######## block 1 ########
Figure 1. The metal 2 layer (block 1).
Scale bar: 20 um.
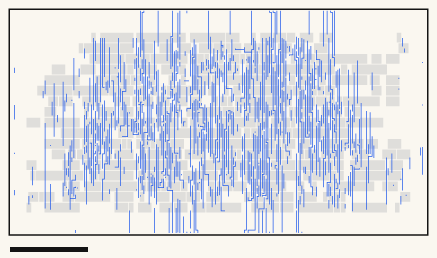
Figure 2. Met3 routing (block 1).
Scale bar: 20 um.
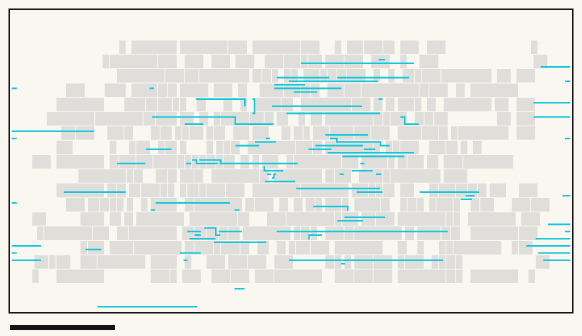
[src/rtl/brick_ctrl.sv]
// Active-brick controller: spawn, move/rotate/gravity tries against an external
// collision checker, lock/hard-drop, board placement. Optional BRICK_CTRL_SHADOW_EN adds the landing-row search.
module brick_ctrl #(
  parameter int unsigned BOARD_W     = 10,
  parameter int unsigned BOARD_H     = 20,
  parameter int unsigned GRAVITY_DIV = 32,
  parameter int unsigned LOCK_TICKS  = 2,
  parameter int unsigned SPAWN_X     = 4,
  parameter int unsigned SPAWN_Y     = 18,
  localparam int unsigned XW = $clog2(BOARD_W),
  localparam int unsigned YW = $clog2(BOARD_H)
) (
  input  logic          clk,
  input  logic          rst,
  input  logic          tick,
  input  logic [2:0]    next_type,
  input  logic          cmd_valid,
  input  logic [2:0]    cmd,
  output logic          cmd_ready,
  output logic [XW-1:0] try_x,
  output logic [YW-1:0] try_y,
  output logic [1:0]    try_dir,
  output logic [2:0]    try_type,
  input  logic          try_collided,
  output logic [XW-1:0] cur_x,
  output logic [YW-1:0] cur_y,
  output logic [1:0]    cur_dir,
  output logic [2:0]    cur_type,
  output logic          place_valid,
  input  logic          place_ready,
  output logic [YW-1:0] sh_probe_y,
  input  logic          sh_collided,
  output logic [YW-1:0] shadow_y,
  output logic          shadow_valid,
  output logic          game_over,
  output logic [3:0]    state
);

  localparam int unsigned GW = (GRAVITY_DIV > 1) ? $clog2(GRAVITY_DIV) : 1;
  localparam int unsigned LW = $clog2(LOCK_TICKS + 1);

  localparam logic [2:0] CMD_LEFT  = 3'd0;
  localparam logic [2:0] CMD_RIGHT = 3'd1;
  localparam logic [2:0] CMD_DOWN  = 3'd2;
  localparam logic [2:0] CMD_CW    = 3'd3;
  localparam logic [2:0] CMD_CCW   = 3'd4;
  localparam logic [2:0] CMD_HARD  = 3'd5;

  typedef enum logic [3:0] {
    S_SPAWN     = 4'd0,
    S_SPAWN_CHK = 4'd1,
    S_WAIT      = 4'd2,
    S_TRY       = 4'd3,
    S_HARD      = 4'd4,
    S_PLACE     = 4'd5,
    S_OVER      = 4'd6
  } state_t;

  typedef struct packed {
    logic [XW-1:0] x;
    logic [YW-1:0] y;
    logic [1:0]    dir;
    logic [2:0]    typ;
  } brick_t;

  state_t        state_q, state_d;
  brick_t        cur_q, cur_d, try_q, try_d;
  logic          try_blk_q, try_blk_d;   // try forced collided (edge of board)
  logic          try_down_q, try_down_d; // try is a downward move that can lock
  logic [GW-1:0] grav_q, grav_d;
  logic          pend_q, pend_d;
  logic [LW-1:0] lock_q, lock_d, lock_inc;
  logic          collided;
  logic          cmd_ready_d, place_valid_d, game_over_d;

  // Next-state, datapath and registered-output decode
  always_comb begin
    state_d    = state_q;
    cur_d      = cur_q;
    try_d      = try_q;
    try_blk_d  = try_blk_q;
    try_down_d = try_down_q;
    grav_d     = grav_q;
    pend_d     = pend_q;
    lock_d     = lock_q;
    lock_inc   = lock_q + LW'(1);
    collided   = try_collided | try_blk_q;

    case (state_q)
      S_SPAWN: begin
        cur_d.x    = XW'(SPAWN_X);
        cur_d.y    = YW'(SPAWN_Y);
        cur_d.dir  = 2'd0;
        cur_d.typ  = next_type;
        try_d      = cur_d;
        try_blk_d  = 1'b0;
        try_down_d = 1'b0;
        grav_d     = '0;
        pend_d     = 1'b0;
        lock_d     = '0;
        state_d    = S_SPAWN_CHK;
      end
      S_SPAWN_CHK: state_d = collided ? S_OVER : S_WAIT;
      S_WAIT: begin
        if (cmd_valid) begin
          try_d      = cur_q;
          try_blk_d  = 1'b0;
          try_down_d = 1'b0;
          state_d    = S_TRY;
          case (cmd)
            CMD_LEFT: begin
              if (cur_q.x == '0) try_blk_d = 1'b1;
              else               try_d.x   = cur_q.x - XW'(1);
            end
            CMD_RIGHT: try_d.x = cur_q.x + XW'(1);
            CMD_DOWN, CMD_HARD: begin
              try_down_d = (cmd == CMD_DOWN);
              if (cmd == CMD_HARD) state_d = S_HARD;
              if (cur_q.y == '0) try_blk_d = 1'b1;
              else               try_d.y   = cur_q.y - YW'(1);
            end
            CMD_CW:  try_d.dir = cur_q.dir + 2'd1;
            CMD_CCW: try_d.dir = cur_q.dir - 2'd1;
            default: state_d = S_WAIT;
          endcase
        end else if (pend_q) begin
          // deferred gravity drop, served on the first idle cycle
          pend_d     = 1'b0;
          try_d      = cur_q;
          try_down_d = 1'b1;
          try_blk_d  = (cur_q.y == '0);
          if (cur_q.y != '0) try_d.y = cur_q.y - YW'(1);
          state_d    = S_TRY;
        end
        if (tick) begin
          if (grav_q == GW'(GRAVITY_DIV - 1)) begin
            grav_d = '0;
            pend_d = 1'b1;
          end else begin
            grav_d = grav_q + GW'(1);
          end
        end
      end
      S_TRY: begin
        state_d = S_WAIT;
        if (!collided) begin
          cur_d  = try_q;
          lock_d = '0;
        end else if (try_down_q) begin
          lock_d = lock_inc;
          if (32'(lock_inc) >= LOCK_TICKS) state_d = S_PLACE;
        end
      end
      S_HARD: begin
        if (collided) begin
          state_d = S_PLACE;
        end else begin
          cur_d.y = try_q.y;
          if (try_q.y == '0) try_blk_d = 1'b1;
          else               try_d.y   = try_q.y - YW'(1);
        end
      end
      S_PLACE: if (place_valid && place_ready) state_d = S_SPAWN;
      S_OVER:  state_d = S_OVER;
      default: state_d = S_SPAWN;
    endcase

    cmd_ready_d   = (state_d == S_WAIT);
    place_valid_d = (state_d == S_PLACE);
    game_over_d   = (state_d == S_OVER);
  end

  always_ff @(posedge clk or posedge rst) begin
    if (rst) begin
      state_q     <= S_SPAWN;
      cur_q       <= '{x: XW'(SPAWN_X), y: YW'(SPAWN_Y), dir: 2'd0, typ: 3'd0};
      try_q       <= '{x: XW'(SPAWN_X), y: YW'(SPAWN_Y), dir: 2'd0, typ: 3'd0};
      try_blk_q   <= 1'b0;
      try_down_q  <= 1'b0;
      grav_q      <= '0;
      pend_q      <= 1'b0;
      lock_q      <= '0;
      cmd_ready   <= 1'b0;
      place_valid <= 1'b0;
      game_over   <= 1'b0;
    end else begin
      state_q     <= state_d;
      cur_q       <= cur_d;
      try_q       <= try_d;
      try_blk_q   <= try_blk_d;
      try_down_q  <= try_down_d;
      grav_q      <= grav_d;
      pend_q      <= pend_d;
      lock_q      <= lock_d;
      cmd_ready   <= cmd_ready_d;
      place_valid <= place_valid_d;
      game_over   <= game_over_d;
    end
  end

  assign state    = state_q;
  assign cur_x    = cur_q.x;
  assign cur_y    = cur_q.y;
  assign cur_dir  = cur_q.dir;
  assign cur_type = cur_q.typ;
  assign try_x    = try_q.x;
  assign try_y    = try_q.y;
  assign try_dir  = try_q.dir;
  assign try_type = try_q.typ;

`ifdef BRICK_CTRL_SHADOW_EN
  logic [YW-1:0] sh_y_q, sh_y_d, probe_d, shadow_y_d;
  logic          sh_busy_q, sh_busy_d, shadow_valid_d;

  // Landing-row search restarts whenever the active brick changes
  always_comb begin
    sh_y_d         = sh_y_q;
    probe_d        = sh_probe_y;
    shadow_y_d     = shadow_y;
    shadow_valid_d = shadow_valid;
    sh_busy_d      = sh_busy_q;
    if (state_q == S_SPAWN || cur_d != cur_q) begin
      sh_y_d         = cur_d.y;
      probe_d        = cur_d.y - YW'(1);
      sh_busy_d      = 1'b1;
      shadow_valid_d = 1'b0;
    end else if (sh_busy_q) begin
      if (sh_y_q == '0 || sh_collided) begin
        shadow_y_d     = sh_y_q;
        shadow_valid_d = 1'b1;
        sh_busy_d      = 1'b0;
      end else begin
        sh_y_d  = sh_y_q - YW'(1);
        probe_d = sh_y_q - YW'(2);
      end
    end
  end

  always_ff @(posedge clk or posedge rst) begin
    if (rst) begin
      sh_y_q       <= YW'(SPAWN_Y);
      sh_probe_y   <= YW'(SPAWN_Y);
      shadow_y     <= YW'(SPAWN_Y);
      shadow_valid <= 1'b0;
      sh_busy_q    <= 1'b0;
    end else begin
      sh_y_q       <= sh_y_d;
      sh_probe_y   <= probe_d;
      shadow_y     <= shadow_y_d;
      shadow_valid <= shadow_valid_d;
      sh_busy_q    <= sh_busy_d;
    end
  end
`else
  logic sh_unused;
  assign sh_unused    = sh_collided;
  assign shadow_y     = cur_q.y;
  assign shadow_valid = 1'b0;
  assign sh_probe_y   = '0;
`endif

endmodule

[config.mk]
export PLATFORM = sky130hd
export DESIGN_NAME = brick_ctrl
export DESIGN_NICKNAME = d
export VERILOG_FILES = /design/src/rtl/brick_ctrl.sv
export SDC_FILE = /design/constraint.sdc
export NUM_CORES = 1
export LEC_CHECK = 0
export CORE_ASPECT_RATIO = 0.5
export CORE_MARGIN = 4
export CORE_UTILIZATION = 55
export DETAILED_ROUTE_END_ITERATION = 10
export GPL_TIMING_DRIVEN = 0
export PLACE_DENSITY = 0.92
export SLEW_MARGIN = 0
export SYNTH_ARGS = -nofsm -noshare
export SYNTH_HDL_FRONTEND = slang
export SYNTH_SLANG_ARGS = --single-unit
[constraint.sdc]
create_clock -name clk -period 4.6 [get_ports clk]
set_input_delay 0.92 -clock clk [delete_from_list [all_inputs] [get_ports clk]]
set_output_delay 0.92 -clock clk [all_outputs]
set_load 0.02 [all_outputs]
==> notes.md <==
Implementation progress

Summing the areas of all compound-gate instances in the mapped netlist gives 21.4% of the synthesized area. Per the run report, area growth between synthesis and finish was 27.4%. The total routed wire length on the met1 layer stands at 3160 um. The run finished with clean final reports.

Combinational logic is responsible for 44.8% of the overall power. The length of routed met2 wiring stands at 3450 um. The capture point of the critical path was reported as try_y[4]. The multi-input logic area stands at 1380 um^2. The post-synthesis chip area from yosys stands at 2680 um^2. The synthesis report gives the async set-or-reset register share as 100%.

The pre-antenna-repair detailed-routing pass consisted of 6 iterations. The largest part of the power goes to combinational cells. Net switching is 40.5% of the power.

The total clock buffers created by CTS stands at 5. The clock period minus final worst setup slack stands at 2.63 ns. The final-layout clock buffer total stands at 6. The number of ordinary and repair buffers in the finished layout stands at 74. In the power breakdown, the internal column shows 983 uW. Counting only logic cells after layout, the most numerous master is clkdlybuf4s50_1.
## Picture notes: Figure 1
The longest straight run is 23.8 um. The layer carries 3450 um of wire. The layer holds 47% of the routed length.
routing usage on met2: 40.9%
via count of the routed design: 2615
Post-Route WL: 7320 um

## Picture notes: Figure 2
The layer holds 7.7% of the routed length. The longest straight run is 32.2 um. The layer carries 561 um of wire. 65 nets have wire on it.
met3 usage: 3.95%

## metrics by stage
| step | total power, mW | utilization (%) | worst slack [ns] | instances | hold WS, ns |
|---|---|---|---|---|---|
| after global routing | 1.74 | 75.1 | 1.81 | 429 | 0.503 |
| final | 1.65 | 75.1 | 1.97 | 429 | 0.494 |
| after global placement | 1.29 | 72.5 | 1.78 | 421 | 0.476 |
| after floorplan | 1.03 | - | 2.45 | 304 | 0.469 |
| after detailed placement | 1.32 | 72.5 | 1.70 | 421 | 0.471 |
| after CTS | 1.64 | 75.1 | 2.01 | 429 | 0.490 |

######## block 2 ########
### config.mk
export PLATFORM = sky130hd
export DESIGN_NAME = alu_exec_unit
export DESIGN_NICKNAME = d
export VERILOG_FILES = /design/src/rtl/alu_exec_unit.sv
export SDC_FILE = /design/constraint.sdc
export NUM_CORES = 1
export LEC_CHECK = 0
export ABC_CLOCK_PERIOD_IN_PS = 10300
export CAP_MARGIN = 20
export CORE_ASPECT_RATIO = 0.7
export CORE_MARGIN = 2
export CORE_UTILIZATION = 50
export DETAILED_ROUTE_END_ITERATION = 8
export PLACE_DENSITY_LB_ADDON = 0.2
export SYNTH_ARGS = -nofsm -noshare
export SYNTH_HDL_FRONTEND = slang
export SYNTH_SLANG_ARGS = --single-unit
### constraint.sdc
create_clock -name clk -period 10.3 [get_ports clk]
set_input_delay 1.03 -clock clk [delete_from_list [all_inputs] [get_ports clk]]
set_output_delay 1.03 -clock clk [all_outputs]
set_load 0.02 [all_outputs]
### src/rtl/alu_exec_unit.sv
// Execute-stage ALU with a start/done handshake: add/sub/slt finish in one cycle,
// mul runs as a WIDTH-iteration shift-add so the stall logic can hold the PC meanwhile.
module alu_exec_unit #(
    parameter int WIDTH = 32,
    parameter int CNT_W = 6
) (
    input  logic             clk,
    input  logic             rst_n,
    input  logic             start,
    input  logic [2:0]       ALU_control,
    input  logic [WIDTH-1:0] src_a,
    input  logic [WIDTH-1:0] src_b,
    output logic             ready,
    output logic             done,
    output logic [WIDTH-1:0] result,
    output logic             zero,
    output logic             overflow,
    output logic             illegal
);

    localparam logic [2:0] OP_ADD = 3'b010;
    localparam logic [2:0] OP_SUB = 3'b100;
    localparam logic [2:0] OP_SLT = 3'b110;
    localparam logic [2:0] OP_MUL = 3'b101;

    localparam logic [CNT_W-1:0] LAST_ITER = CNT_W'(WIDTH - 1);

    typedef enum logic [1:0] {
        S_IDLE,
        S_MUL,
        S_DONE
    } state_t;

    state_t           state;
    logic [CNT_W-1:0] counter;
    logic [WIDTH-1:0] acc;
    logic [WIDTH-1:0] mcand;
    logic [WIDTH-1:0] mplier;

    logic [WIDTH-1:0] sum;
    logic [WIDTH-1:0] diff;
    logic             ovf_add;
    logic             ovf_sub;
    logic             slt_bit;
    logic [WIDTH-1:0] alu_res;
    logic             alu_ovf;
    logic             alu_ill;
    logic [WIDTH-1:0] acc_next;

    // Single-cycle datapath evaluated straight from the operands presented with start.
    always_comb begin
        sum     = src_a + src_b;
        diff    = src_a - src_b;
        ovf_add = (src_a[WIDTH-1] == src_b[WIDTH-1]) && (sum[WIDTH-1] != src_a[WIDTH-1]);
        ovf_sub = (src_a[WIDTH-1] != src_b[WIDTH-1]) && (diff[WIDTH-1] != src_a[WIDTH-1]);
        slt_bit = diff[WIDTH-1] ^ ovf_sub;
        alu_res = '0;
        alu_ovf = 1'b0;
        alu_ill = 1'b0;
        case (ALU_control)
            OP_ADD: begin
                alu_res = sum;
                alu_ovf = ovf_add;
            end
            OP_SUB: begin
                alu_res = diff;
                alu_ovf = ovf_sub;
            end
            OP_SLT: begin
                alu_res = {{(WIDTH-1){1'b0}}, slt_bit};
            end
            default: begin
                alu_ill = 1'b1;
            end
        endcase
    end

    always_comb begin
        acc_next = mplier[0] ? (acc + mcand) : acc;
    end

    // Control FSM; all outputs are registered so downstream stall logic sees clean levels.
    always_ff @(posedge clk or negedge rst_n) begin
        if (!rst_n) begin
            state    <= S_IDLE;
            ready    <= 1'b1;
            done     <= 1'b0;
            result   <= '0;
            zero     <= 1'b1;
            overflow <= 1'b0;
            illegal  <= 1'b0;
            counter  <= '0;
            acc      <= '0;
            mcand    <= '0;
            mplier   <= '0;
        end else begin
            case (state)
                S_IDLE: begin
                    done  <= 1'b0;
                    ready <= 1'b1;
                    if (start) begin
                        ready <= 1'b0;
                        if (ALU_control == OP_MUL) begin
                            acc     <= '0;
                            mcand   <= src_a;
                            mplier  <= src_b;
                            counter <= '0;
                            state   <= S_MUL;
                        end else begin
                            result   <= alu_res;
                            zero     <= (alu_res == '0);
                            overflow <= alu_ovf;
                            illegal  <= alu_ill;
                            done     <= 1'b1;
                            state    <= S_DONE;
                        end
                    end
                end
                S_MUL: begin
                    acc     <= acc_next;
                    mcand   <= mcand << 1;
                    mplier  <= mplier >> 1;
                    counter <= counter + 1'b1;
                    // Fixed WIDTH iterations keep mul latency independent of the operands.
                    if (counter == LAST_ITER) begin
                        result   <= acc_next;
                        zero     <= (acc_next == '0);
                        overflow <= 1'b0;
                        illegal  <= 1'b0;
                        done     <= 1'b1;
                        state    <= S_DONE;
                    end
                end
                S_DONE: begin
                    done  <= 1'b0;
                    ready <= 1'b1;
                    state <= S_IDLE;
                end
                default: begin
                    done  <= 1'b0;
                    ready <= 1'b1;
                    state <= S_IDLE;
                end
            endcase
        end
    end

endmodule

Figure 3. Signal wires on met1 (block 2).
Scale bar: 50 um.
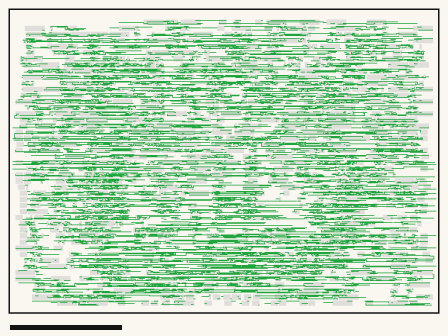
1668 nets have wire on it. The layer carries 20.5 mm of wire. The layer holds 47% of the routed length.
Post-Route WL: 43300 um
global-route met1 utilization: 50.8%

==> notes.md <==
Implementation progress

The flow ran to the end, and the final reports show no timing, DRC or antenna violations. The first global-routing pass estimated 67200 um of wire. The fill cell instance count of the final layout stands at 2210. Based on the critical path, the design can be clocked at up to 156 MHz. Summed over all nets, wire length on met3 after detailed routing comes to 3720 um. The largest total area in the synthesized netlist belongs to dfrtp_1. The clock sink total stands at 141. The final number of hold-violating endpoints stands at 0. The count of antenna diodes in the layout stands at 0. The number of cells on the worst hold path is listed as 2. The share of the core filled with cells in the final layout stands at 58.8%.

The root buffer cell chosen for the clock tree is clkbuf_16. By area the synthesized netlist is led by dfrtp_1 (29%), ha_1 (9.6%), nand2_1 (8.1%). The buffer_ports step reported a buffer count of 106. The final timing report gives a worst setup slack of 3.89 ns. Of the total power, the clock network draws 15.7%. The clock tree skew after final layout stands at 0.00810 ns.

The number of global-route vias before repair stands at 11600. The width of the chip stands at 191 um. The adder-cell area share of the yosys netlist stands at 10.3%. The highest cell delay on the worst timing path stands at 0.52 ns. The most numerous cell type found on the critical path is a21oi_1. The slowest stage of the critical path belongs to the cell clkdlybuf4s50_1. According to the timing report, the critical path is captured at zero. The synthesized design devotes to its leading area cell type 28.5% of total area. Grouping stages by cell kind, the critical path spends the most delay in AND-OR/OR-AND gates. met1 is the most crowded layer. The post-synth net total stands at 1760. Looking at the critical path, the highest net fanout was 11. The remaining antenna violation count after routing stands at 0. The cell resize tally after clock tree synthesis stands at 0. The cell-internal power stands at 2.02 mW. Setup repair after global routing left no endpoint under its margin. Summing the areas of all and, or, nand and nor instances in the mapped netlist gives 22.2% of the synthesized area. The worst setup path is captured at a flip-flop. Once detailed placement completed, the half-perimeter wirelength came to 31800 um. The overall routing resource usage stands at 33.9%. The post-synthesis share of cell area spent on xor and xnor gates stands at 3.49%. Dividing total power by cell area gives a power density of 275 nW/um^2. The area inside the core boundary stands at 23800 um^2. The pin count of the biggest net entering global routing stands at 85. By startpoint and endpoint, the worst setup path is classified as input pin to flip-flop. The area added between synthesis and finish stands at 14.8%.

For this run, the detailed router reports a per-instance via density of 6.43. The sequential cells in the finished layout cover a total of 3530 um^2. The commonest register cell is dfrtp_1. The residual DRC count stands at 0. STA classifies the critical path startpoint as an input pin. The number of warnings the tools reported stands at 57. The row count stands at 47.

After routing the design area is 14000 um^2. The switching power as a share of total power stands at 47.4%. The initial core utilization stands at 51.2%. Per the GRT congestion report, total overflow comes to 0. The dominant power group in this design is combinational cells. The met2 track demand over resource in global routing stands at 49.1%. The cell area that synthesis handed to floorplanning was 12200 um^2. The area fraction in compound gates stands at 27.6%. In this run, flip-flops and latches consume 25.8% of the power.
==> cell type report <==
| cell class | instances | share of cell area, % |
|---|---|---|
| tap | 318 | 2.84 |
| multi-input combinational | 1281 | 57.5 |
| inverter | 71 | 1.90 |
| clock inverter | 11 | 0.688 |
| sequential | 141 | 25.2 |
| timing repair buffer | 122 | 8.59 |
| clock buffer | 21 | 3.22 |
==> per-stage QoR <==
stage | power [mW] | instances
floorplan | 2.52 | 1592
global placement | 3.14 | 1932
detailed placement | 3.18 | 1932
CTS | 3.80 | 1964
global route | 4.12 | 1965
finish | 3.85 | 1965


==> layout pictures side by side <==
Routing congestion.
(a)
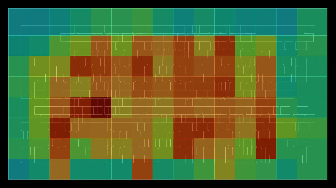
(b)
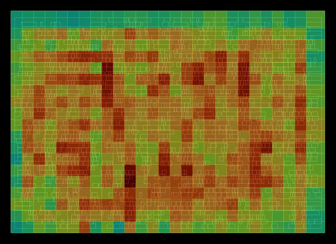
(a) -> block 1
(b) -> block 2

No activity file was given, so power comes from the tool's default toggle rates.
